=== design 1 ===
Fig. 1: design 1, wiring heat map
26 x 26 tiles, from black (low) to pale yellow (high), scaled to the fullest tile. Values are wire area over tile area, all layers added.
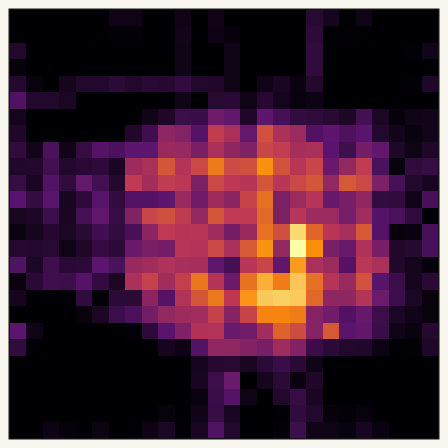

--- config.mk ---
export PLATFORM = sky130hd
export DESIGN_NAME = wb_gpio_ctrl
export DESIGN_NICKNAME = d
export VERILOG_FILES = /design/src/rtl/wb_gpio_pkg.sv /design/src/rtl/wb_gpio_ctrl_sync_edge.sv /design/src/rtl/wb_gpio_ctrl.sv
export SDC_FILE = /design/constraint.sdc
export NUM_CORES = 1
export LEC_CHECK = 0
export ABC_AREA = 1
export CORE_MARGIN = 2
export CORE_UTILIZATION = 25
export DETAILED_ROUTE_END_ITERATION = 8
export GPL_TIMING_DRIVEN = 0
export SETUP_SLACK_MARGIN = 0.3
export SLEW_MARGIN = 5
export SYNTH_ARGS = -nofsm -noshare
export SYNTH_HDL_FRONTEND = slang
export SYNTH_SLANG_ARGS = --single-unit
export TNS_END_PERCENT = 1
--- constraint.sdc ---
create_clock -name wb_clk_i -period 1.4 [get_ports wb_clk_i]
set_input_delay 0.28 -clock wb_clk_i [delete_from_list [all_inputs] [get_ports wb_clk_i]]
set_output_delay 0.28 -clock wb_clk_i [all_outputs]
set_load 0.01 [all_outputs]
--- src/rtl/wb_gpio_pkg.sv ---
// -----------------------------------------------------------------------------
// wb_gpio_pkg
// Shared definitions for the Wishbone GPIO controller: register word indices
// (selected by wb_adr_i[4:2]), the bus data width and a byte-lane helper.
// -----------------------------------------------------------------------------
package wb_gpio_pkg;

    localparam int unsigned DATA_W = 32;

    // Register word indices
    localparam logic [2:0] REG_DATA_IN    = 3'd0;
    localparam logic [2:0] REG_DATA_OUT   = 3'd1;
    localparam logic [2:0] REG_DIR        = 3'd2;
    localparam logic [2:0] REG_IRQ_MASK   = 3'd3;
    localparam logic [2:0] REG_RISE_EN    = 3'd4;
    localparam logic [2:0] REG_FALL_EN    = 3'd5;
    localparam logic [2:0] REG_IRQ_STATUS = 3'd6;
    localparam logic [2:0] REG_RESERVED   = 3'd7;

    // Expand the four byte-lane enables into a 32-bit bit mask.
    function automatic logic [DATA_W-1:0] sel_to_mask(input logic [3:0] sel);
        logic [DATA_W-1:0] mask;
        mask = {DATA_W{1'b0}};
        for (int i = 0; i < 4; i++) begin
            mask[8*i +: 8] = {8{sel[i]}};
        end
        return mask;
    endfunction

endpackage

--- src/rtl/wb_gpio_ctrl_sync_edge.sv ---
// -----------------------------------------------------------------------------
// gpio_sync_edge
// Two-flop synchroniser for asynchronous pad inputs, followed by a history
// flop used to detect rising and falling edges on the synchronised value.
//
// Ports:
//   clk_i    - clock
//   rst_n_i  - synchronous active-low reset
//   pad_i    - raw asynchronous pad inputs
//   sync_o   - synchronised pad value (second flop)
//   rise_o   - one-cycle pulse where sync_o went 0 -> 1
//   fall_o   - one-cycle pulse where sync_o went 1 -> 0
// -----------------------------------------------------------------------------
module gpio_sync_edge #(
    parameter int unsigned WIDTH = 8
) (
    input  logic             clk_i,
    input  logic             rst_n_i,
    input  logic [WIDTH-1:0] pad_i,
    output logic [WIDTH-1:0] sync_o,
    output logic [WIDTH-1:0] rise_o,
    output logic [WIDTH-1:0] fall_o
);

    logic [WIDTH-1:0] s1_q;
    logic [WIDTH-1:0] s2_q;
    logic [WIDTH-1:0] prev_q;

    // Synchroniser chain and one-cycle history of the synchronised value
    always_ff @(posedge clk_i) begin
        if (!rst_n_i) begin
            s1_q   <= {WIDTH{1'b0}};
            s2_q   <= {WIDTH{1'b0}};
            prev_q <= {WIDTH{1'b0}};
        end else begin
            s1_q   <= pad_i;
            s2_q   <= s1_q;
            prev_q <= s2_q;
        end
    end

    assign sync_o = s2_q;
    assign rise_o = s2_q & ~prev_q;
    assign fall_o = ~s2_q & prev_q;

endmodule

--- src/rtl/wb_gpio_ctrl.sv ---
// -----------------------------------------------------------------------------
// wb_gpio_ctrl
// Wishbone classic slave giving software control of GPIO pins: direction,
// output data, synchronised input readback and per-pin edge interrupts with
// write-1-to-clear status and a level interrupt output.
//
// Ports:
//   wb_clk_i    - bus clock (sole clock)
//   wb_rst_n_i  - synchronous active-low reset
//   wb_adr_i    - byte address, word select is [4:2]
//   wb_dat_i    - write data
//   wb_sel_i    - byte lane enables
//   wb_we_i     - write strobe
//   wb_cyc_i    - bus cycle
//   wb_stb_i    - slave select
//   wb_dat_o    - registered read data, valid with ack, 0 otherwise
//   wb_ack_o    - single-cycle transfer acknowledge
//   wb_err_o    - always 0
//   irq_o       - |(IRQ_STATUS & IRQ_MASK)
//   gpio_i      - raw asynchronous pad inputs
//   gpio_o      - output data to pads
//   gpio_oe_o   - per-pin output enable (1 = drive)
// -----------------------------------------------------------------------------
module wb_gpio_ctrl
    import wb_gpio_pkg::*;
#(
    parameter int unsigned GPIO_WIDTH = 8,
    parameter int unsigned ADR_WIDTH  = 5
) (
    input  logic                  wb_clk_i,
    input  logic                  wb_rst_n_i,
    input  logic [ADR_WIDTH-1:0]  wb_adr_i,
    input  logic [DATA_W-1:0]     wb_dat_i,
    input  logic [3:0]            wb_sel_i,
    input  logic                  wb_we_i,
    input  logic                  wb_cyc_i,
    input  logic                  wb_stb_i,
    output logic [DATA_W-1:0]     wb_dat_o,
    output logic                  wb_ack_o,
    output logic                  wb_err_o,
    output logic                  irq_o,
    input  logic [GPIO_WIDTH-1:0] gpio_i,
    output logic [GPIO_WIDTH-1:0] gpio_o,
    output logic [GPIO_WIDTH-1:0] gpio_oe_o
);

    // Byte-lane merge of write data into an existing register value.
    function automatic logic [GPIO_WIDTH-1:0] lane_merge(
        input logic [GPIO_WIDTH-1:0] old_val,
        input logic [GPIO_WIDTH-1:0] new_val,
        input logic [GPIO_WIDTH-1:0] mask
    );
        return (old_val & ~mask) | (new_val & mask);
    endfunction

    // Register state
    logic [GPIO_WIDTH-1:0] dout_q,    dout_d;
    logic [GPIO_WIDTH-1:0] dir_q,     dir_d;
    logic [GPIO_WIDTH-1:0] mask_q,    mask_d;
    logic [GPIO_WIDTH-1:0] rise_en_q, rise_en_d;
    logic [GPIO_WIDTH-1:0] fall_en_q, fall_en_d;
    logic [GPIO_WIDTH-1:0] status_q,  status_d;
    logic                  ack_q,     ack_d;
    logic [DATA_W-1:0]     dat_q,     dat_d;

    // Bus decode
    logic                  req_s;
    logic                  wr_s;
    logic [2:0]            idx_s;
    logic [DATA_W-1:0]     bmask_s;
    logic [GPIO_WIDTH-1:0] wmask_s;
    logic [GPIO_WIDTH-1:0] wdata_s;
    logic [GPIO_WIDTH-1:0] clr_s;
    logic [GPIO_WIDTH-1:0] rd_gpio_s;
    logic [DATA_W-1:0]     rd_s;

    // Input path
    logic [GPIO_WIDTH-1:0] sync_s;
    logic [GPIO_WIDTH-1:0] rise_s;
    logic [GPIO_WIDTH-1:0] fall_s;

    // Address low bits and data bits above GPIO_WIDTH carry no information.
    logic unused_s;
    assign unused_s = ^{wb_adr_i, wb_dat_i, bmask_s};

    gpio_sync_edge #(
        .WIDTH (GPIO_WIDTH)
    ) u_sync_edge (
        .clk_i   (wb_clk_i),
        .rst_n_i (wb_rst_n_i),
        .pad_i   (gpio_i),
        .sync_o  (sync_s),
        .rise_o  (rise_s),
        .fall_o  (fall_s)
    );

    // A new request is only taken while ack is low, giving 2-cycle transfers.
    assign req_s   = wb_cyc_i & wb_stb_i & ~ack_q;
    assign wr_s    = req_s & wb_we_i;
    assign idx_s   = wb_adr_i[4:2];
    assign bmask_s = sel_to_mask(wb_sel_i);
    assign wmask_s = bmask_s[GPIO_WIDTH-1:0];
    assign wdata_s = wb_dat_i[GPIO_WIDTH-1:0];

    // Register write decode, W1C clear vector and sticky status update
    always_comb begin
        dout_d    = dout_q;
        dir_d     = dir_q;
        mask_d    = mask_q;
        rise_en_d = rise_en_q;
        fall_en_d = fall_en_q;
        clr_s     = {GPIO_WIDTH{1'b0}};
        if (wr_s) begin
            case (idx_s)
                REG_DATA_OUT:   dout_d    = lane_merge(dout_q,    wdata_s, wmask_s);
                REG_DIR:        dir_d     = lane_merge(dir_q,     wdata_s, wmask_s);
                REG_IRQ_MASK:   mask_d    = lane_merge(mask_q,    wdata_s, wmask_s);
                REG_RISE_EN:    rise_en_d = lane_merge(rise_en_q, wdata_s, wmask_s);
                REG_FALL_EN:    fall_en_d = lane_merge(fall_en_q, wdata_s, wmask_s);
                REG_IRQ_STATUS: clr_s     = wdata_s & wmask_s;
                default:        clr_s     = {GPIO_WIDTH{1'b0}};
            endcase
        end else begin
            clr_s = {GPIO_WIDTH{1'b0}};
        end
        // Set terms are OR-ed after the clear so a coincident event wins.
        status_d = (status_q & ~clr_s) | (rise_s & rise_en_q) | (fall_s & fall_en_q);
    end

    // Read data mux, zero-extended to the bus width
    always_comb begin
        rd_s = {DATA_W{1'b0}};
        case (idx_s)
            REG_DATA_IN:    rd_gpio_s = sync_s;
            REG_DATA_OUT:   rd_gpio_s = dout_q;
            REG_DIR:        rd_gpio_s = dir_q;
            REG_IRQ_MASK:   rd_gpio_s = mask_q;
            REG_RISE_EN:    rd_gpio_s = rise_en_q;
            REG_FALL_EN:    rd_gpio_s = fall_en_q;
            REG_IRQ_STATUS: rd_gpio_s = status_q;
            default:        rd_gpio_s = {GPIO_WIDTH{1'b0}};
        endcase
        rd_s[GPIO_WIDTH-1:0] = rd_gpio_s;
    end

    // Handshake: ack for one cycle per request; data bus is 0 outside reads
    always_comb begin
        ack_d = req_s;
        if (req_s && !wb_we_i) begin
            dat_d = rd_s;
        end else begin
            dat_d = {DATA_W{1'b0}};
        end
    end

    // State registers with synchronous reset
    always_ff @(posedge wb_clk_i) begin
        if (!wb_rst_n_i) begin
            dout_q    <= {GPIO_WIDTH{1'b0}};
            dir_q     <= {GPIO_WIDTH{1'b0}};
            mask_q    <= {GPIO_WIDTH{1'b0}};
            rise_en_q <= {GPIO_WIDTH{1'b0}};
            fall_en_q <= {GPIO_WIDTH{1'b0}};
            status_q  <= {GPIO_WIDTH{1'b0}};
            ack_q     <= 1'b0;
            dat_q     <= {DATA_W{1'b0}};
        end else begin
            dout_q    <= dout_d;
            dir_q     <= dir_d;
            mask_q    <= mask_d;
            rise_en_q <= rise_en_d;
            fall_en_q <= fall_en_d;
            status_q  <= status_d;
            ack_q     <= ack_d;
            dat_q     <= dat_d;
        end
    end

    assign wb_ack_o  = ack_q;
    assign wb_dat_o  = dat_q;
    assign wb_err_o  = 1'b0;
    assign gpio_o    = dout_q;
    assign gpio_oe_o = dir_q;
    assign irq_o     = |(status_q & mask_q);

endmodule
=== design 2 ===
## src/rtl/aes_block_dispatch.sv

```systemverilog
// Purpose: takes one command from spi_slave, reads a 16-byte block from SRAM, runs the AES core on it, and writes the result back to SRAM.
// Latency: first SRAM read 1 cycle after start; aes_start 18 cycles after start; done 17 cycles after aes_done.
// Backpressure: none. A start while busy is dropped and flagged on err. The block is the only SRAM master while busy.
module aes_block_dispatch #(
    parameter int BLK_BYTES   = 16,
    parameter int AES_TIMEOUT = 64
) (
    input  logic         clk,
    input  logic         rst,
    input  logic         start,
    input  logic         mode,
    input  logic [127:0] usr_key,
    input  logic [7:0]   usr_addr,
    input  logic [7:0]   usr_loc,
    output logic         mem_rd_en,
    output logic         mem_wr_en,
    output logic [7:0]   mem_addr,
    output logic [7:0]   mem_wdata,
    input  logic [7:0]   mem_rdata,
    output logic         aes_start,
    output logic         aes_mode,
    output logic [127:0] aes_key,
    output logic [127:0] aes_data,
    input  logic         aes_done,
    input  logic [127:0] aes_result,
    output logic         busy,
    output logic         done,
    output logic         err
);

    localparam int              TMO_W     = $clog2(AES_TIMEOUT);
    localparam logic [TMO_W-1:0] TMO_LAST = TMO_W'(AES_TIMEOUT - 1);
    localparam logic [3:0]      LAST_BYTE = 4'(BLK_BYTES - 1);

    typedef enum logic [2:0] {
        S_IDLE, S_READ, S_TAIL, S_KICK, S_WAIT, S_WRITE, S_DONE
    } state_t;

    state_t             state, state_nxt;
    logic [3:0]         cnt;
    logic [TMO_W-1:0]   tmo;
    logic [7:0]         addr_q;
    logic [7:0]         loc_q;
    logic               mode_q;
    logic [127:0]       key_q;
    logic [127:0]       data_q;
    logic [127:0]       res_q;
    logic               rd_vld_q;
    logic [3:0]         rd_idx_q;
    logic               err_q;
    logic               tmo_expire;

    // The AES core gave up: this is the last WAIT cycle allowed and no result arrived.
    assign tmo_expire = (state == S_WAIT) && !aes_done && (tmo == TMO_LAST);

    // State register. Reset aborts any operation in progress at once.
    always_ff @(posedge clk or posedge rst) begin
        if (rst) state <= S_IDLE;
        else     state <= state_nxt;
    end

    // Next-state logic.
    always_comb begin
        state_nxt = state;
        case (state)
            S_IDLE:  if (start) state_nxt = S_READ;
            S_READ:  if (cnt == LAST_BYTE) state_nxt = S_TAIL;
            S_TAIL:  state_nxt = S_KICK;
            S_KICK:  state_nxt = S_WAIT;
            S_WAIT:  begin
                if (aes_done)        state_nxt = S_WRITE;
                else if (tmo_expire) state_nxt = S_IDLE;
            end
            S_WRITE: if (cnt == LAST_BYTE) state_nxt = S_DONE;
            S_DONE:  state_nxt = S_IDLE;
            default: state_nxt = S_IDLE;
        endcase
    end

    // Output strobes decode from state only, so reset clears them in the same cycle.
    // Byte i lives at bits [127-8i -: 8]; {~i, 3'b111} is that top bit for a 4-bit i.
    always_comb begin
        mem_rd_en = 1'b0;
        mem_wr_en = 1'b0;
        mem_addr  = 8'h00;
        mem_wdata = 8'h00;
        aes_start = 1'b0;
        done      = 1'b0;
        busy      = (state != S_IDLE);
        case (state)
            S_READ: begin
                mem_rd_en = 1'b1;
                mem_addr  = addr_q + {4'h0, cnt};
            end
            S_WRITE: begin
                mem_wr_en = 1'b1;
                mem_addr  = loc_q + {4'h0, cnt};
                mem_wdata = res_q[{~cnt, 3'b111} -: 8];
            end
            S_KICK:  aes_start = 1'b1;
            S_DONE:  done      = 1'b1;
            default: ;
        endcase
    end

    // Command latch, byte/timeout counters, read capture, result capture and err pulse.
    always_ff @(posedge clk or posedge rst) begin
        if (rst) begin
            cnt      <= 4'h0;
            tmo      <= '0;
            addr_q   <= 8'h00;
            loc_q    <= 8'h00;
            mode_q   <= 1'b0;
            key_q    <= '0;
            data_q   <= '0;
            res_q    <= '0;
            rd_vld_q <= 1'b0;
            rd_idx_q <= 4'h0;
            err_q    <= 1'b0;
        end else begin
            // A start is accepted only in IDLE. In any other state, including DONE, it is an error.
            err_q <= (start && state != S_IDLE) || tmo_expire;

            if (state == S_IDLE && start) begin
                addr_q <= usr_addr;
                loc_q  <= usr_loc;
                mode_q <= mode;
                key_q  <= usr_key;
                cnt    <= 4'h0;
            end

            if (state == S_READ || state == S_WRITE)
                cnt <= cnt + 4'h1;

            if (state == S_KICK)
                tmo <= '0;
            else if (state == S_WAIT)
                tmo <= tmo + 1'b1;

            if (state == S_WAIT && aes_done) begin
                res_q <= aes_result;
                cnt   <= 4'h0;
            end

            // SRAM returns data one cycle after the strobe. The index travels with the strobe.
            rd_vld_q <= mem_rd_en;
            rd_idx_q <= cnt;
            if (rd_vld_q)
                data_q[{~rd_idx_q, 3'b111} -: 8] <= mem_rdata;
        end
    end

    assign aes_mode = mode_q;
    assign aes_key  = key_q;
    assign aes_data = data_q;
    assign err      = err_q;

endmodule

```

## config.mk

```make
export PLATFORM = sky130hd
export DESIGN_NAME = aes_block_dispatch
export DESIGN_NICKNAME = d
export VERILOG_FILES = /design/src/rtl/aes_block_dispatch.sv
export SDC_FILE = /design/constraint.sdc
export NUM_CORES = 1
export LEC_CHECK = 0
export ABC_AREA = 1
export CORE_AREA = 2 2 221 223
export DETAILED_ROUTE_END_ITERATION = 10
export DIE_AREA = 0 0 223 225
export PLACE_DENSITY_LB_ADDON = 0.3
export SLEW_MARGIN = 20
export SYNTH_ARGS = -nofsm -noshare
export SYNTH_HDL_FRONTEND = slang
export SYNTH_SLANG_ARGS = --single-unit
```

## constraint.sdc

```tcl
create_clock -name clk -period 39.6 [get_ports clk]
set_clock_uncertainty 0.2 [all_clocks]
set_input_delay 7.92 -clock clk [delete_from_list [all_inputs] [get_ports clk]]
set_output_delay 7.92 -clock clk [all_outputs]
set_load 0.01 [all_outputs]
```


==> screenshots <==
The metal 3 layer.
shot_01.png
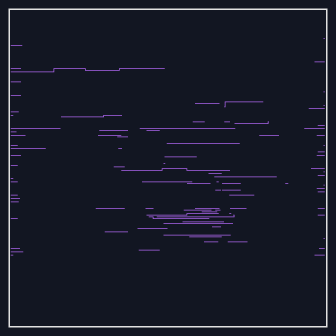
shot_02.png
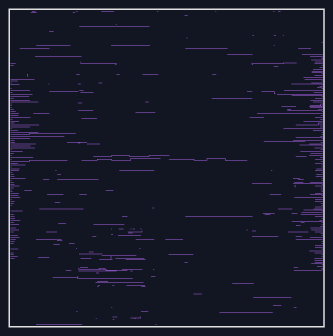
- design 2 = shot_02.png
- design 1 = shot_01.png

Key to shot_01.png:
main direction: horizontal
share of all routed wire: 7.2%
wire length on this layer: 814 um
longest straight run: 38.6 um
nets with wire on the layer: 79

Fig. 2: design 1, placement density heat map
13 x 13 tiles, from black (low) to pale yellow (high), 0 to 100% covered.
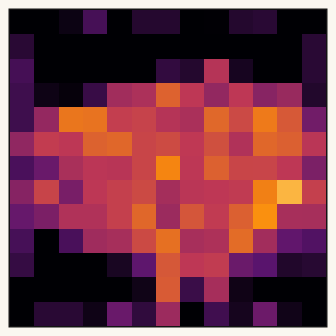
fullest tile: 84%
nearly empty tiles: 24%
tiles over 75% full: 1.2%
Core Region: 15260 sq um
floorplan utilization: 25.60%

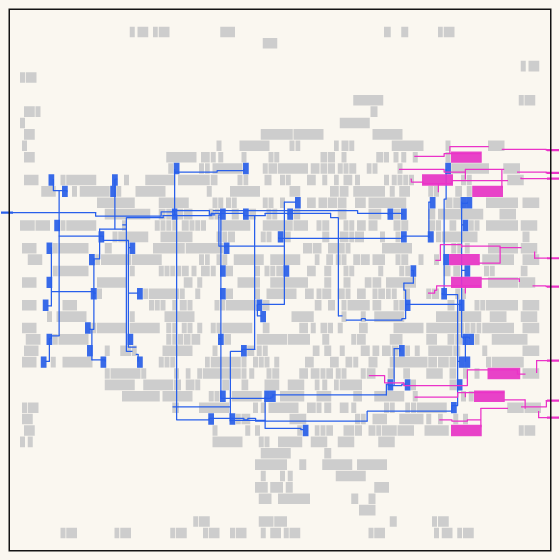
Fig. 3. Nets reached from selected ports (design 1).
[gpio_o] magenta | direction: output | end cells: 8 | buffers: 8 | wire: 292 um
[wb_rst_n_i] blue | direction: input | end cells: 66 | buffers: 7 | wire: 999 um
number of input and output port buffers inserted: 47
IO Pins: 105

## Picture notes: Fig. 1
emptiest ninth of the die: south-west
tiles over half the peak: 10%
fullest tile: 0.63
mean over tiles: 0.11
GRT Util Overall: 13.96%
total via count after detailed routing: 3732

==> GITHUB_STEP_SUMMARY, design 1 <==
### Yosys + OpenROAD results

| Metric | Value |
|---|---|
| Crit path required time | 1120 ps |
| Vias in the first global route | 3269 |
| Pin count of the biggest net entering global routing | 15 |
| Most common cell after layout, fill and taps aside | nand2_1 |
| Combinational power | 504 uW |
| Max VDD drop | 0.0005461 V |
| Transition time at the pin with the least slew margin | 581.1 ps |
| Hold Slack | 372.0 ps |
| Switch share | 23.55% |
| # rows | 45 |
| Final setup violation count | 1 |
| Clock slew at reported path FFs | 60 ps |
| Number of max-cap violations | 0 |
| Detail-routed net length per standard cell | 13.02 um |
| Status | complete, but fails checks |
| Final WS setup | -179.4 ps |
| Failing checks | negative setup slack |
| Total area of sequential cells | 1647 sq um |
| Non-Clock Buffer Area Fraction | 15.84% |
| Number of logged tool warnings | 58 |
| Combinational family with the most area after synthesis | simple AND/OR/NAND/NOR gates |
| Net load switching power | 1318 uW |
| Cell internal power dissipation | 4277 uW |
| Dominant kind of cell by area | multi-input combinational cells |
| Power drawn by the clock network | 2720 uW |
| # clk buffers | 10 |
| Vias per cell | 4.285 |
| Number of nets with antenna violations after routing | 0 |
| Power of the sequential group | 2370 uW |
| Nature of the critical path startpoint | flop |
| Total DRC errors in the routed layout | 0 |
| Wire length of the first global-routing pass | 17.66 mm |
| Layout net count | 709 |
| Number of sinks on the clock net | 81 |
| Synth top cell by count | nand2_1 |
| Slew HR | 61.26% |
| Sequential fraction of total cell area | 31.63% |
==> design 1: metal layers <==
layer	GRT usage [%]	part of all wire, %	up-vias	wire (um)
li1	-	-	1945	-
met1	19.63	49	1636	5504
met2	20.73	43	135	4848
met3	3.659	7.2	16	814
met4	4.731	1.5	0	174
met5	0	0	-	0
==> design 1: path summary, 6_finish.rpt <==
kind	from	to	slack, ps	cells after the start
worst max-delay path	flop	irq_o	-180	5
worst max register to register	wb_ack_o	flop	10	8
worst min-delay path	wb_rst_n_i	flop	370	3
worst min register to register	u_sync_edge.s1_q[0]	u_sync_edge.sync_o[0]	400	2
==> design 1: metrics by stage <==
step / utilization [%] / instances / area, sq um / setup slack [ps] / setup TNS, ps
detailed placement: 31.14 / 853 / 4752 / -552.6 / -30480
floorplan: - / 595 / 4018 / 172.6 / 0
global route: 34.12 / 871 / 5206 / -239.1 / -1428
CTS: 33.92 / 871 / 5176 / -158.9 / -493.2
finish: 34.12 / 871 / 5206 / -179.4 / -179.4
global placement: 31.14 / 853 / 4752 / -546.9 / -28900
==> design 1: worst reg2reg max path: cells and delay by family, from the launching register on <==
kind | cells | cell delay, ps
buffers and inverters | 4 | 550
flip-flops | 1 | 320
AND/OR/NAND/NOR | 4 | 420
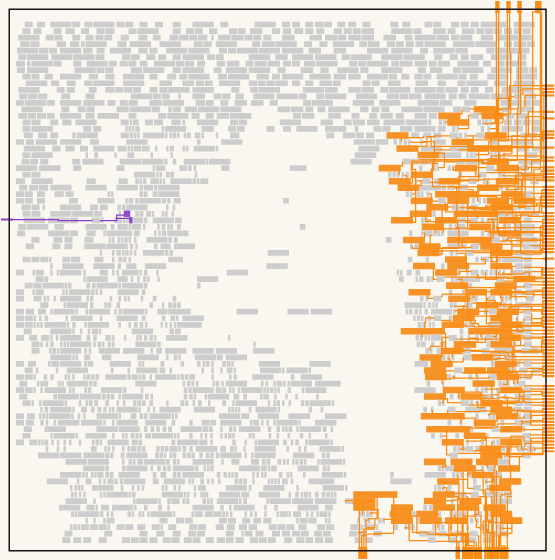
Fig. 4. Nets reached from selected ports (design 2).
[aes_data] orange | direction: output | end cells: 128 | buffers: 128 | wire: 5170 um
[aes_done] purple | direction: input | end cells: 2 | buffers: 1 | wire: 53.9 um
number of input and output port buffers inserted: 563
IO Pins: 564

==> GITHUB_STEP_SUMMARY, design 2 <==
### Yosys + OpenROAD results

| Metric | Value |
|---|---|
| Power drawn by the clock network | 435 uW |
| Detail Placement HPWL | 39.76 mm |
| Met2 Wirelength | 27.19 mm |
| Fmax | 0.07866 GHz |
| Class of the tightest hold or removal check | reg -> reg |
| Total clock buffers created by CTS | 46 |
| Status | finished, final reports clean |
| Setup repair after global routing missed its margin | false |
| Post-Place Cell Area | 23520 sq um |
| Iteration-0 DRC Markers | 955 |
| Area figure in the yosys stat output | 17550 sq um |
| Portion of total power attributed to combinational logic | 41.3% |
| Cell repeated most along the worst path | nand2_1 |
| Vias in the first global route | 14201 |
| Util after Layout | 52.66% |
| Area share of the largest cell type after synthesis | 59.90% |
| Clock root buffer | clkbuf_16 |
| Initial antenna violation count | 2 |
| Slew HR | 28.87% |
| Total DRC errors in the routed layout | 0 |
| Number of sinks on the clock net | 420 |
| Weighted congestion at the end of routability-driven global placement | 0.8697 |
| Post-cts resize count | 0 |
| Total wire length | 55.32 mm |
| Power, Total | 2030 uW |
| Ratio of final minimum period to clock period | 32.10% |
| Pin count of the biggest net entering global routing | 171 |
| X dimension of the die | 223 um |
| Count of instantiated cells in the yosys netlist | 1687 |
| Data arrival at the endpoint of the critical path | 4590 ps |
design 2: registers in the layout, summed over array words and instances, names as in the netlist:
| signal | count |
|---|---|
| res_q | 128 |
| addr_q | 8 |
| rd_idx_q | 4 |
| state | 3 |
| tmo | 6 |
| rd_vld_q | 1 |
| aes_key | 128 |
| err | 1 |
| cnt | 4 |
| aes_data | 128 |
| aes_mode | 1 |
| loc_q | 8 |
design 2: layout make-up:
type,instances,area (sq um)
clock buffers,66,1306
inverters,114,435.4
flip-flops and latches,420,10520
well taps,615,769.5
clock inverters,18,211.5
fillers,4225,22510
multi-input cells,1055,6095
repair buffers,570,5704
design 2: final timing paths:
path / slack, ps / end / start
worst max-delay path: 26890 / mem_addr[6] / cnt[1]
worst min-delay path: 270 / res_q[62] / res_q[62]
worst max register to register: 36540 / aes_key[14] / state[2]
worst min register to register: 270 / res_q[62] / res_q[62]
max in group asynchronous: 29240 / cnt[0] / rst
min in group asynchronous: 7670 / aes_key[7] / rst
design 2: worst max-delay path: cells and delay by family (launching register included):
kind                       cells  cell delay, ps
AOI/OAI and AO/OA              2             350
adders and majority gates      1             690
buffers and inverters          3            1510
DFF                            1            1040
and+or+nand+nor                4             400

=== design 3 ===
Fig. 5: design 3, nets reached from selected ports
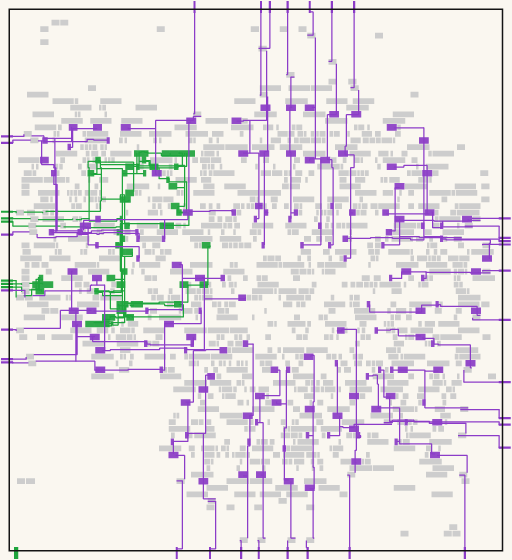

--- src/rtl/int_ctrl_if.sv ---
// -----------------------------------------------------------------------------
// int_ctrl_if -- register bus between a bus master and the interrupt controller
//
// Signals:
//   bus_addr   [7:0]  byte address (word aligned, bits [1:0] ignored)
//   bus_we            write strobe, one cycle per access
//   bus_re            read strobe, one cycle per access
//   bus_wdata  [31:0] write data
//   bus_rdata  [31:0] registered read data, zero except while bus_ack=1
//   bus_ack           one-cycle completion pulse, one cycle after a strobe
//
// Modports:
//   master -- drives address, strobes and write data
//   slave  -- the controller; drives read data and acknowledge
// -----------------------------------------------------------------------------
interface int_ctrl_if;
  logic [7:0]  bus_addr;
  logic        bus_we;
  logic        bus_re;
  logic [31:0] bus_wdata;
  logic [31:0] bus_rdata;
  logic        bus_ack;

  modport master (
    output bus_addr,
    output bus_we,
    output bus_re,
    output bus_wdata,
    input  bus_rdata,
    input  bus_ack
  );

  modport slave (
    input  bus_addr,
    input  bus_we,
    input  bus_re,
    input  bus_wdata,
    output bus_rdata,
    output bus_ack
  );
endinterface

--- src/rtl/int_ctrl.sv ---
// -----------------------------------------------------------------------------
// int_ctrl -- interrupt controller with 8 external level sources and a 64-bit
// machine timer, merged into a single registered interrupt line.
//
// Ports:
//   clk        in   single clock, rising edge
//   rst        in   asynchronous, active-high reset
//   irq_src    in   [7:0] level interrupt sources (synchronous to clk),
//                   source id = bit index + 1
//   bus        slave modport of int_ctrl_if (register access)
//   interrupt  out  registered (timer_pend | ext_pend)
//
// Register map (word offsets, anything at or above 0x20 reads 0 / ignores
// writes but is still acknowledged):
//   0x00 PENDING      RO  [7:0]
//   0x04 ENABLE       RW  [7:0]
//   0x08 CLAIM        R   id of lowest enabled pending source (0 if none);
//                         a nonzero claim moves the source pending->in_service
//        COMPLETE     W   wdata[3:0]=id releases that source from in_service
//   0x0C MTIME_LO     RW
//   0x10 MTIME_HI     RW
//   0x14 MTIMECMP_LO  RW
//   0x18 MTIMECMP_HI  RW
//   0x1C CTRL         RW  bit0 timer_en, bit1 ext_en
// -----------------------------------------------------------------------------
module int_ctrl (
  input  logic        clk,
  input  logic        rst,
  input  logic [7:0]  irq_src,
  int_ctrl_if.slave   bus,
  output logic        interrupt
);

  localparam logic [2:0] A_PENDING  = 3'd0;
  localparam logic [2:0] A_ENABLE   = 3'd1;
  localparam logic [2:0] A_CLAIM    = 3'd2;
  localparam logic [2:0] A_MTIME_LO = 3'd3;
  localparam logic [2:0] A_MTIME_HI = 3'd4;
  localparam logic [2:0] A_CMP_LO   = 3'd5;
  localparam logic [2:0] A_CMP_HI   = 3'd6;
  localparam logic [2:0] A_CTRL     = 3'd7;

  // Lowest-index requesting source wins; result is id (1..8) or 0.
  function automatic logic [3:0] f_claim_id(input logic [7:0] req);
    logic [3:0] id;
    id = 4'd0;
    for (int i = 7; i >= 0; i--) begin
      if (req[i]) id = 4'(i + 1);
    end
    return id;
  endfunction

  // Decode a source id into a one-hot bit mask; 0 and ids above 8 give 0.
  function automatic logic [7:0] f_id_mask(input logic [3:0] id);
    logic [7:0] m;
    m = 8'd0;
    for (int i = 0; i < 8; i++) begin
      m[i] = (id == 4'(i + 1));
    end
    return m;
  endfunction

  // ---------------------------------------------------------------------------
  // State
  // ---------------------------------------------------------------------------
  logic [7:0]  r_pending;
  logic [7:0]  r_in_service;
  logic [7:0]  r_enable;
  logic [1:0]  r_ctrl;
  logic [63:0] r_mtime;
  logic [63:0] r_mtimecmp;
  logic        r_interrupt;
  logic        r_ack;
  logic [31:0] r_rdata;

  // ---------------------------------------------------------------------------
  // Bus decode
  // ---------------------------------------------------------------------------
  logic        w_mapped;
  logic [2:0]  w_word;
  logic        w_wr;
  logic        w_rd;
  logic [7:0]  w_wr_sel;
  logic        w_unused_addr;

  assign w_word   = bus.bus_addr[4:2];
  assign w_mapped = (bus.bus_addr[7:5] == 3'd0);
  assign w_wr     = bus.bus_we & w_mapped;
  // A simultaneous write takes precedence: the read half has no side effects.
  assign w_rd     = bus.bus_re & ~bus.bus_we;
  assign w_unused_addr = ^bus.bus_addr[1:0];

  always_comb begin
    w_wr_sel = 8'd0;
    if (w_wr) w_wr_sel[w_word] = 1'b1;
  end

  // ---------------------------------------------------------------------------
  // Claim / complete
  // ---------------------------------------------------------------------------
  logic [3:0]  w_claim_id;
  logic        w_claim;
  logic [7:0]  w_claim_mask;
  logic [7:0]  w_complete_mask;
  logic [7:0]  w_pending_nxt;
  logic [7:0]  w_in_service_nxt;

  assign w_claim_id      = f_claim_id(r_pending & r_enable);
  assign w_claim         = w_rd & w_mapped & (w_word == A_CLAIM) & (w_claim_id != 4'd0);
  assign w_claim_mask    = w_claim ? f_id_mask(w_claim_id) : 8'd0;
  assign w_complete_mask = w_wr_sel[A_CLAIM] ? f_id_mask(bus.bus_wdata[3:0]) : 8'd0;

  // Setting looks at the in_service value before this edge, so a source
  // completed this edge re-pends one edge later, and a claim always wins
  // over a fresh assertion of the same source.
  assign w_pending_nxt    = (r_pending | (irq_src & ~r_in_service)) & ~w_claim_mask;
  assign w_in_service_nxt = (r_in_service | w_claim_mask) & ~w_complete_mask;

  // ---------------------------------------------------------------------------
  // Interrupt condition
  // ---------------------------------------------------------------------------
  logic w_timer_pend;
  logic w_ext_pend;

  assign w_timer_pend = r_ctrl[0] & (r_mtime >= r_mtimecmp);
  assign w_ext_pend   = r_ctrl[1] & (|(r_pending & r_enable));

  // ---------------------------------------------------------------------------
  // Read mux
  // ---------------------------------------------------------------------------
  logic [31:0] w_rd_mux;

  always_comb begin
    w_rd_mux = 32'd0;
    if (w_mapped) begin
      case (w_word)
        A_PENDING:  w_rd_mux = {24'd0, r_pending};
        A_ENABLE:   w_rd_mux = {24'd0, r_enable};
        A_CLAIM:    w_rd_mux = {28'd0, w_claim_id};
        A_MTIME_LO: w_rd_mux = r_mtime[31:0];
        A_MTIME_HI: w_rd_mux = r_mtime[63:32];
        A_CMP_LO:   w_rd_mux = r_mtimecmp[31:0];
        A_CMP_HI:   w_rd_mux = r_mtimecmp[63:32];
        A_CTRL:     w_rd_mux = {30'd0, r_ctrl};
        default:    w_rd_mux = 32'd0;
      endcase
    end
  end

  // ---------------------------------------------------------------------------
  // Source tracking and configuration registers
  // ---------------------------------------------------------------------------
  always_ff @(posedge clk or posedge rst) begin
    if (rst) begin
      r_pending    <= 8'd0;
      r_in_service <= 8'd0;
      r_enable     <= 8'd0;
      r_ctrl       <= 2'd0;
    end else begin
      r_pending    <= w_pending_nxt;
      r_in_service <= w_in_service_nxt;
      if (w_wr_sel[A_ENABLE]) r_enable <= bus.bus_wdata[7:0];
      if (w_wr_sel[A_CTRL])   r_ctrl   <= bus.bus_wdata[1:0];
    end
  end

  // ---------------------------------------------------------------------------
  // Machine timer: a write to either half replaces that half and skips the
  // increment for this cycle, so no carry leaks into the other half.
  // ---------------------------------------------------------------------------
  always_ff @(posedge clk or posedge rst) begin
    if (rst) begin
      r_mtime    <= 64'd0;
      r_mtimecmp <= {64{1'b1}};
    end else begin
      if (w_wr_sel[A_MTIME_LO]) begin
        r_mtime[31:0] <= bus.bus_wdata;
      end else if (w_wr_sel[A_MTIME_HI]) begin
        r_mtime[63:32] <= bus.bus_wdata;
      end else if (r_ctrl[0]) begin
        r_mtime <= r_mtime + 64'd1;
      end
      if (w_wr_sel[A_CMP_LO]) r_mtimecmp[31:0]  <= bus.bus_wdata;
      if (w_wr_sel[A_CMP_HI]) r_mtimecmp[63:32] <= bus.bus_wdata;
    end
  end

  // ---------------------------------------------------------------------------
  // Registered outputs
  // ---------------------------------------------------------------------------
  always_ff @(posedge clk or posedge rst) begin
    if (rst) begin
      r_interrupt <= 1'b0;
      r_ack       <= 1'b0;
      r_rdata     <= 32'd0;
    end else begin
      r_interrupt <= w_timer_pend | w_ext_pend;
      r_ack       <= bus.bus_we | bus.bus_re;
      r_rdata     <= w_rd ? w_rd_mux : 32'd0;
    end
  end

  assign interrupt     = r_interrupt;
  assign bus.bus_ack   = r_ack;
  assign bus.bus_rdata = r_rdata;

endmodule
--- src/flat_wrapper.sv ---
// flat-port wrapper written by rule: the top's interface ports become plain ports
module int_ctrl_flat 
  (clk, rst, irq_src, interrupt, bus_bus_addr, bus_bus_we, bus_bus_re, bus_bus_wdata, bus_bus_rdata, bus_bus_ack);
  int_ctrl_if bus_i ();
  input  logic clk;
  input  logic rst;
  input  logic [7:0] irq_src;
  output logic interrupt;
  input wire logic [$bits(bus_i.bus_addr)-1:0] bus_bus_addr;
  input wire logic [$bits(bus_i.bus_we)-1:0] bus_bus_we;
  input wire logic [$bits(bus_i.bus_re)-1:0] bus_bus_re;
  input wire logic [$bits(bus_i.bus_wdata)-1:0] bus_bus_wdata;
  output wire logic [$bits(bus_i.bus_rdata)-1:0] bus_bus_rdata;
  output wire logic [$bits(bus_i.bus_ack)-1:0] bus_bus_ack;
  assign bus_i.bus_addr = bus_bus_addr;
  assign bus_i.bus_we = bus_bus_we;
  assign bus_i.bus_re = bus_bus_re;
  assign bus_i.bus_wdata = bus_bus_wdata;
  assign bus_bus_rdata = bus_i.bus_rdata;
  assign bus_bus_ack = bus_i.bus_ack;
  int_ctrl u_core (.clk(clk), .rst(rst), .irq_src(irq_src), .bus(bus_i), .interrupt(interrupt));
endmodule
--- config.mk ---
export PLATFORM = sky130hd
export DESIGN_NAME = int_ctrl_flat
export DESIGN_NICKNAME = d
export VERILOG_FILES = /design/src/rtl/int_ctrl_if.sv /design/src/rtl/int_ctrl.sv /design/src/flat_wrapper.sv
export SDC_FILE = /design/constraint.sdc
export NUM_CORES = 1
export LEC_CHECK = 0
export CORE_ASPECT_RATIO = 1.1
export CORE_MARGIN = 2
export CORE_UTILIZATION = 25
export DETAILED_ROUTE_END_ITERATION = 16
export MAX_ROUTING_LAYER = met4
export PLACE_DENSITY = 0.46
export SKIP_CTS_REPAIR_TIMING = 1
export SLEW_MARGIN = 20
export SYNTH_ARGS = -nofsm -noshare
export SYNTH_HDL_FRONTEND = slang
export SYNTH_SLANG_ARGS = --single-unit
export TNS_END_PERCENT = 1
--- constraint.sdc ---
create_clock -name clk -period 19.3 [get_ports clk]
set_input_delay 4.825 -clock clk [delete_from_list [all_inputs] [get_ports clk]]
set_output_delay 4.825 -clock clk [all_outputs]
set_load 0.05 [all_outputs]
=== design 4 ===
## src/rtl/riscv_pkg.sv

```systemverilog
// Shared RISC-V core definitions: funct3 codes,
// writeback select encodings and memory-stage bundles.
package riscv_pkg;

  localparam logic [2:0] F3_LB  = 3'b000;
  localparam logic [2:0] F3_LH  = 3'b001;
  localparam logic [2:0] F3_LW  = 3'b010;
  localparam logic [2:0] F3_LBU = 3'b100;
  localparam logic [2:0] F3_LHU = 3'b101;
  localparam logic [2:0] F3_SB  = 3'b000;
  localparam logic [2:0] F3_SH  = 3'b001;
  localparam logic [2:0] F3_SW  = 3'b010;

  localparam logic [1:0] WB_ALU = 2'b00;
  localparam logic [1:0] WB_MEM = 2'b01;
  localparam logic [1:0] WB_PC4 = 2'b10;

  typedef enum logic [1:0] {
    EMPTY = 2'b00,
    FULL  = 2'b01,
    SKID  = 2'b10
  } buf_state_t;

  typedef struct packed {
    logic [31:0] pc;
    logic [31:0] wb_data;
    logic [4:0]  rd;
    logic        reg_write;
    logic        exc;
  } mem_wb_t;

  // Halfword needs addr[0]==0, word needs addr[1:0]==0.
  function automatic logic misaligned(
    input logic [2:0] funct3,
    input logic [1:0] addr
  );
    logic bad;
    bad = 1'b0;
    unique case (1'b1)
      (funct3[1:0] == 2'b01): bad = addr[0];
      (funct3[1:0] == 2'b10): bad = (addr != 2'b00);
      default:                bad = 1'b0;
    endcase
    return bad;
  endfunction

endpackage

```

## src/rtl/mem_stage_load_extend.sv

```systemverilog
// Load data extraction: picks the low byte/half
// of the read word and sign- or zero-extends it.
import riscv_pkg::*;

module load_extend (
  input  logic [2:0]  funct3,
  input  logic [31:0] word,
  output logic [31:0] data,
  output logic        illegal
);

  // Extend by funct3; 011/110/111 have no meaning.
  always_comb begin
    data    = word;
    illegal = 1'b0;
    unique case (1'b1)
      (funct3 == F3_LB):
        data = {{24{word[7]}}, word[7:0]};
      (funct3 == F3_LBU):
        data = {24'd0, word[7:0]};
      (funct3 == F3_LH):
        data = {{16{word[15]}}, word[15:0]};
      (funct3 == F3_LHU):
        data = {16'd0, word[15:0]};
      (funct3 == F3_LW):
        data = word;
      default: begin
        data    = 32'd0;
        illegal = 1'b1;
      end
    endcase
  end

endmodule

```

## src/rtl/mem_stage.sv

```systemverilog
// Memory-access stage: drives dmem, formats load
// results and buffers them in a two-entry skid buffer.
import riscv_pkg::*;

module mem_stage #(
  parameter bit CHECK_ALIGN = 1'b1
) (
  input  logic        clock,
  input  logic        reset_n,
  input  logic        flush,
  input  logic        in_valid,
  output logic        in_ready,
  input  logic [31:0] in_pc,
  input  logic [31:0] in_alu_result,
  input  logic [31:0] in_rs2_data,
  input  logic [2:0]  in_funct3,
  input  logic        in_mem_read,
  input  logic        in_mem_write,
  input  logic [4:0]  in_rd,
  input  logic        in_reg_write,
  input  logic [1:0]  in_wb_sel,
  output logic [31:0] dmem_address,
  output logic        dmem_read_write,
  output logic [31:0] dmem_data_in,
  output logic [1:0]  dmem_access_size,
  input  logic [31:0] dmem_data_out,
  output logic        out_valid,
  input  logic        out_ready,
  output logic [31:0] out_pc,
  output logic [31:0] out_wb_data,
  output logic [4:0]  out_rd,
  output logic        out_reg_write,
  output logic        out_exc
);

  buf_state_t state;
  buf_state_t state_nx;
  mem_wb_t    main_q;
  mem_wb_t    skid_q;
  mem_wb_t    entry;

  logic [31:0] ld_data;
  logic        ld_illegal;
  logic        is_mem;
  logic        align_bad;
  logic        exc;
  logic        accept;
  logic        load_new;
  logic        load_skid;
  logic        skid_load;

  load_extend u_ext (
    .funct3  (in_funct3),
    .word    (dmem_data_out),
    .data    (ld_data),
    .illegal (ld_illegal)
  );

  assign dmem_address     = in_alu_result;
  assign dmem_data_in     = in_rs2_data;
  assign dmem_access_size = in_funct3[1:0];

  assign is_mem    = in_mem_read | in_mem_write;
  assign align_bad = CHECK_ALIGN &&
    misaligned(in_funct3, in_alu_result[1:0]);
  assign exc       = is_mem && (ld_illegal || align_bad);

  // in_ready is a decode of the state register, so
  // writeback stalls never reach upstream in one cycle.
  assign in_ready = (state != SKID);
  assign accept   = reset_n && in_valid && in_ready && !flush;

  assign dmem_read_write = accept && in_mem_write && !exc;

  // Format the writeback entry at accept time.
  always_comb begin
    entry.pc        = in_pc;
    entry.rd        = in_rd;
    entry.reg_write = in_reg_write && !exc;
    entry.exc       = exc;
    entry.wb_data   = in_alu_result;
    unique case (1'b1)
      (in_wb_sel == WB_MEM): entry.wb_data = ld_data;
      (in_wb_sel == WB_PC4): entry.wb_data = in_pc + 32'd4;
      default:               entry.wb_data = in_alu_result;
    endcase
  end

  // Buffer next-state and register load enables.
  always_comb begin
    state_nx  = state;
    load_new  = 1'b0;
    load_skid = 1'b0;
    skid_load = 1'b0;
    if (flush) begin
      state_nx = EMPTY;
    end else begin
      unique case (state)
        EMPTY: begin
          if (accept) begin
            load_new = 1'b1;
            state_nx = FULL;
          end
        end
        FULL: begin
          if (accept && out_ready) begin
            load_new = 1'b1;
          end else if (accept) begin
            skid_load = 1'b1;
            state_nx  = SKID;
          end else if (out_ready) begin
            state_nx = EMPTY;
          end
        end
        SKID: begin
          if (out_ready) begin
            load_skid = 1'b1;
            state_nx  = FULL;
          end
        end
        default: state_nx = EMPTY;
      endcase
    end
  end

  // State register.
  always_ff @(posedge clock or negedge reset_n) begin
    if (!reset_n) state <= EMPTY;
    else          state <= state_nx;
  end

  // Main and skid entry registers.
  always_ff @(posedge clock or negedge reset_n) begin
    if (!reset_n) begin
      main_q <= '0;
      skid_q <= '0;
    end else begin
      if (load_new)  main_q <= entry;
      if (load_skid) main_q <= skid_q;
      if (skid_load) skid_q <= entry;
    end
  end

  assign out_valid     = (state != EMPTY);
  assign out_pc        = main_q.pc;
  assign out_wb_data   = main_q.wb_data;
  assign out_rd        = main_q.rd;
  assign out_reg_write = main_q.reg_write;
  assign out_exc       = main_q.exc;

endmodule

```

## config.mk

```make
export PLATFORM = sky130hd
export DESIGN_NAME = mem_stage
export DESIGN_NICKNAME = d
export VERILOG_FILES = /design/src/rtl/riscv_pkg.sv /design/src/rtl/mem_stage_load_extend.sv /design/src/rtl/mem_stage.sv
export SDC_FILE = /design/constraint.sdc
export NUM_CORES = 1
export LEC_CHECK = 0
export CORE_UTILIZATION = 51
export CTS_BUF_LIST = sky130_fd_sc_hd__clkbuf_2 sky130_fd_sc_hd__clkbuf_4 sky130_fd_sc_hd__clkbuf_8
export CTS_CLUSTER_DIAMETER = 30
export DETAILED_ROUTE_END_ITERATION = 12
export PLACE_DENSITY = 0.93
export SYNTH_ARGS = -nofsm -noshare
export SYNTH_HDL_FRONTEND = slang
export SYNTH_HIERARCHICAL = 1
export SYNTH_SLANG_ARGS = --single-unit
```

## constraint.sdc

```tcl
create_clock -name clock -period 3.4 [get_ports clock]
set_clock_uncertainty 0.05 [all_clocks]
set_input_delay 0.85 -clock clock [delete_from_list [all_inputs] [get_ports clock]]
set_output_delay 0.85 -clock clock [all_outputs]
set_load 0.005 [all_outputs]
```

Fig. 6: design 4, nets reached from selected ports
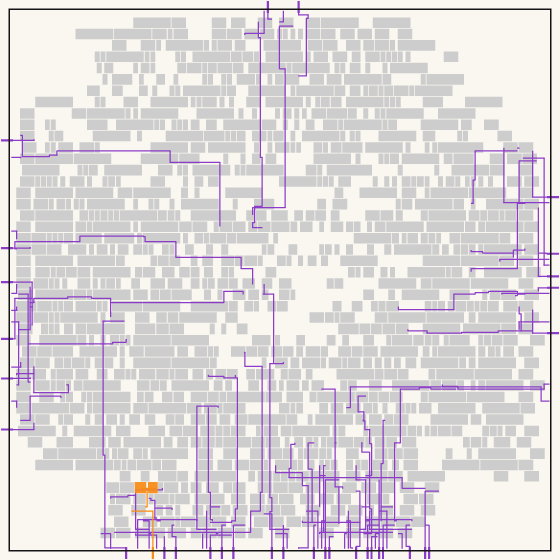
[in_mem_write] orange | direction: input | end cells: 2 | buffers: 1 | wire: 22.6 um
[dmem_address] purple | direction: output | end cells: 0 | buffers: 64 | wire: 1950 um
number of input and output port buffers inserted: 221
IO Pins: 286

==> GITHUB_STEP_SUMMARY, design 4 <==
### Yosys + OpenROAD results

| Metric | Value |
|---|---|
| Status | finished, final reports clean |
| # rows | 46 |
| Syn_nets | 1109 |
| Cells traversed along the worst timing path | clkdlybuf4s50_1 > inv_1 > ha_1 > o21ai_0 > a21oi_1 > nor4_1 > dlygate4sd2_1 |
| Count of instantiated cells in the yosys netlist | 958 |
| Sort of element at the end of the critical path | output pin |
| Transition time at the pin with the least slew margin | 944.1 ps |
| Height of the die | 129.5 um |
| Floorplan utilization | 52.21% |
| Data arrival at the endpoint of the critical path | 2320 ps |
| Total DRC errors in the routed layout | 0 |
| Flip-flop and latch count after synthesis | 144 |
| Met3 layer wire length in the routed design | 2.124 mm |
| Async set-reset flop share out of synthesis | 100.0% |
| Post-synthesis area per instance | 8.658 sq um |
| Total clock buffers created by CTS | 17 |
| Number of nets with antenna violations after routing | 0 |
| Top Family by Delay on Critical Path | buffers and inverters |
| Number of distinct library cells after synthesis | 69 |
| Setup crit start | in_funct3[1] |
| Number of logged tool warnings | 28 |
| GRT Util Overall | 31.75% |
| Bufs on Longest Clock Path | 2 |
| Count of cells along the worst register-to-register path | 6 |
| Number of standard cells after synthesis | 958 |
| Synth-to-layout area growth | 30.26% |
| Share of final layout cell area taken by clock buffers and inverters | 3.891% |
| Synth top cell by count | nand2_1 |
## design 4: worst min-delay path by stage
stage	endpoint
after global placement	skid_q[5]
after global routing	state[1]
after detailed placement	skid_q[60]
final	state[1]
after CTS	state[1]
after floorplan	skid_q[11]
## design 4: registers in the layout, indices dropped and copies added, names as in the netlist
register and flops:
out_exc 1, state 2, skid_q 71, out_rd 5, out_wb_data 32, out_pc 32, out_reg_write 1
## design 4: kinds of logic (layout without fill, tap and decap cells)
group                    after synthesis  count (layout)  share of synthesized area (%)
flip-flops                           144             144                          43.45
adder cells (fa/ha/maj)                5               5                         0.7543
AND-OR/OR-AND                        244             244                          19.43
AND/OR/NAND/NOR                      366             366                          20.17
multiplexers                          35              35                          4.330
buffers and inverters                156             320                          11.03
XOR/XNOR                               8               8                         0.8448
## design 4: per-stage QoR
step / instance area [sq um] / util [%] / power (uW) / TNS, ps
2_1_floorplan: 8294 / - / 2858 / 0
6_report: 10800 / 68.01 / 5084 / 0
4_1_cts: 10800 / 68.01 / 5086 / 0
5_1_grt: 10800 / 68.01 / 5326 / 0
3_5_place_dp: 10390 / 65.37 / 3647 / -202.2
3_3_place_gp: 10390 / 65.37 / 3583 / -163.9
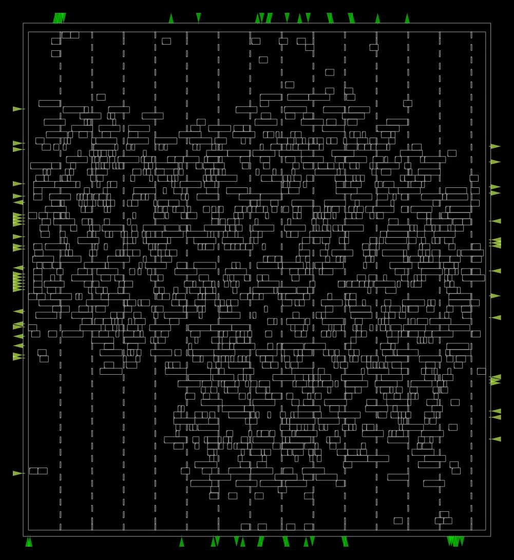
Fig. 7. Placement view (design 3).
sequential cell count: 188
number of inserted filler cells in the final layout: 4627
Util after Layout: 30.02%
# rows: 80
sequential fraction of total cell area: 36.69%

## Picture notes: Fig. 5
[bus_bus_addr] green | direction: input | end cells: 53 | buffers: 9 | wire: 906 um
[bus_bus_wdata] purple | direction: input | end cells: 138 | buffers: 32 | wire: 3290 um

==> GITHUB_STEP_SUMMARY, design 3 <==
### Yosys + OpenROAD results

| Metric | Value |
|---|---|
| Biggest fanout along the worst timing path | 67 |
| Max VDD drop | 0.00004841 V |
| Combinational family with the most area after synthesis | AND-OR/OR-AND gates |
| Met2 track demand over resource | 26.43% |
| Crit Path Class | in -> reg |
| Number of standard cells after synthesis | 1148 |
| Post-layout min period | 8039 ps |
| Fmax | 0.1244 GHz |
| Number of max-cap violations | 0 |
| Status | finished, final reports clean |
| Critical Path Max Stage Delay | 730 ps |
| Global route overflow | 0 |
| Post-synthesis instance area | 11020 sq um |
| Post-synthesis area per instance | 9.597 sq um |
| Async set-reset flop share out of synthesis | 100.0% |
| Total wire length | 35.36 mm |
| Portion of total power attributed to combinational logic | 21.3% |
| Vias in the first global route | 9150 |
| Simple Share, Synth | 16.22% |
| Non-Clock Buffer Area Fraction | 7.234% |
| Reported leakage power | 0.005110 uW |
| Main area contributors | dfrtp_1 (28%), dfstp_2 (15%), ha_1 (7.4%) |
| Cell internal power dissipation | 741.0 uW |
| Top Family by Delay on Critical Path | simple AND/OR/NAND/NOR gates |
| Syn_nets | 1265 |
| Detail-routed net length per standard cell | 19.71 um |
| Crit path required time | 19700 ps |
| Sort of element at the end of the critical path | flop |
| Setup repair after global routing missed its margin | false |
| Hold Slack | 492.6 ps |
| CTS H-Tree Depth | 4 |
| Layout multi-input combinational cell count | 816 |
| Detail Placement HPWL | 24.80 mm |
| Slowest cell on the critical path | nand3_1 |
| Xor/xnor cell area share of the yosys netlist | 2.624% |
| Number of well taps | 574 |
| Total area of sequential cells | 4785 sq um |
| Number of placed cells counting well taps | 1762 |
| Number of distinct library cells after synthesis | 78 |
| Ratio of final minimum period to clock period | 41.65% |
| Number of input and output port buffers inserted | 83 |
-- design 3: final timing paths --
kind	startpoint	end	slack [ps]	depth (start not counted)
worst max-delay path	bus_bus_addr[4]	u_core.r_mtime[55]	11260	8
worst min-delay path	u_core.r_mtimecmp[35]	u_core.r_mtimecmp[35]	490	2
worst max register to register	u_core.r_mtime[30]	u_core.r_mtime[54]	16260	6
worst min register to register	u_core.r_mtimecmp[35]	u_core.r_mtimecmp[35]	490	2
max in group asynchronous	rst	u_core.bus.bus_rdata[24]	12600	4
min in group asynchronous	rst	u_core.bus.bus_rdata[8]	4920	2
-- design 3: registers in the layout, summed over array words and instances, names as in the netlist --
name                  flops
u_core.r_ctrl             2
u_core.bus.bus_ack        1
u_core.bus.bus_rdata     32
u_core.r_mtimecmp        64
u_core.r_mtime           64
u_core.interrupt          1
u_core.r_enable           8
u_core.r_pending          8
u_core.r_in_service       8
-- design 3: power groups by stage --
stage	Clock (uW)	Sequential (uW)	Combinational, uW
global route	381	519	267
CTS	366	511	237
detailed placement	0	518	235
floorplan	0	499	161
global placement	0	517	231
finish	354	511	234


## Gallery

Placement view.
Plate I
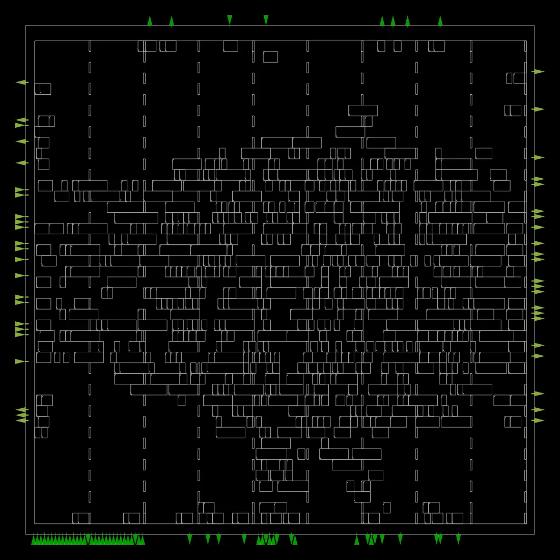
Plate II
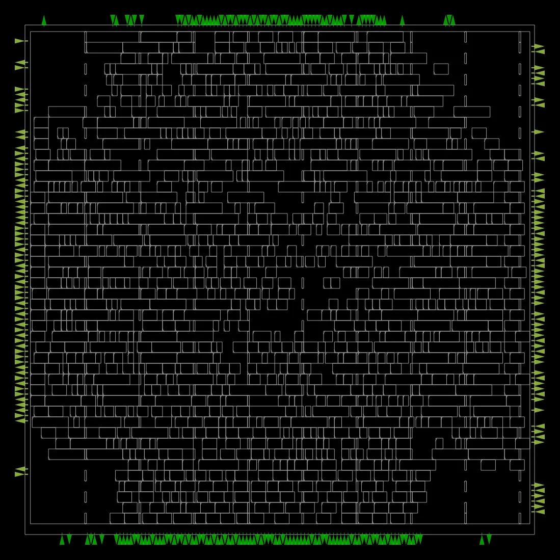
Plate III
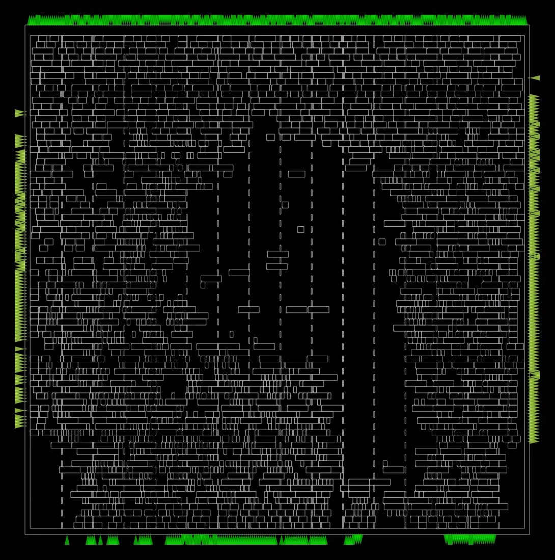
- Plate II = design 4
- Plate III = design 2
- Plate I = design 1
- most sequential cells: Plate III
- fewest sequential cells: Plate I


==> notes/layouts.md <==
Pictures saved along the way, in no particular order.

Wiring heat map.
picture 1
26 x 26 tiles, from black (low) to pale yellow (high), scaled to the fullest tile. Values are wire area over tile area, all layers added.
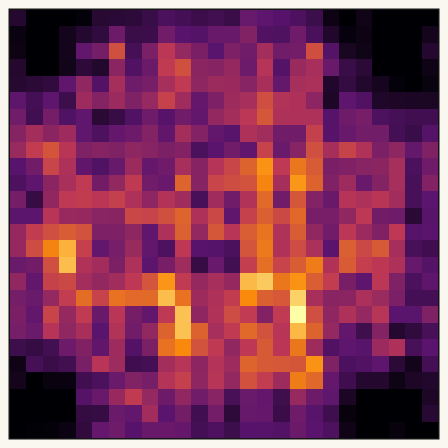
picture 2
20 x 22 tiles, from black (low) to pale yellow (high), scaled to the fullest tile. Values are wire area over tile area, all layers added.
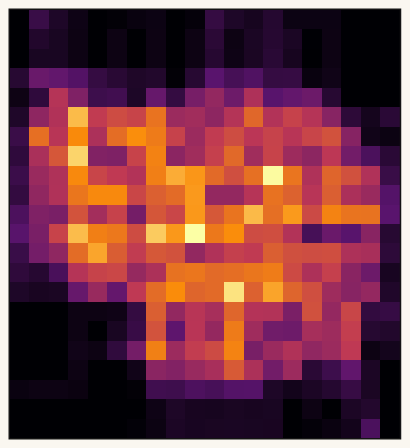
picture 3
22 x 22 tiles, from black (low) to pale yellow (high), scaled to the fullest tile. Values are wire area over tile area, all layers added.
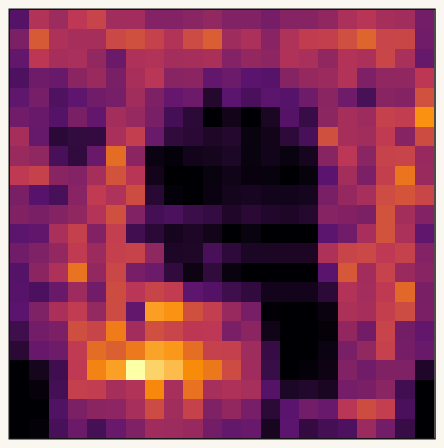
- design 3 = picture 2
- design 4 = picture 1
- design 2 = picture 3

Power figures rest on the tool's default switching activity, not on a simulated workload.
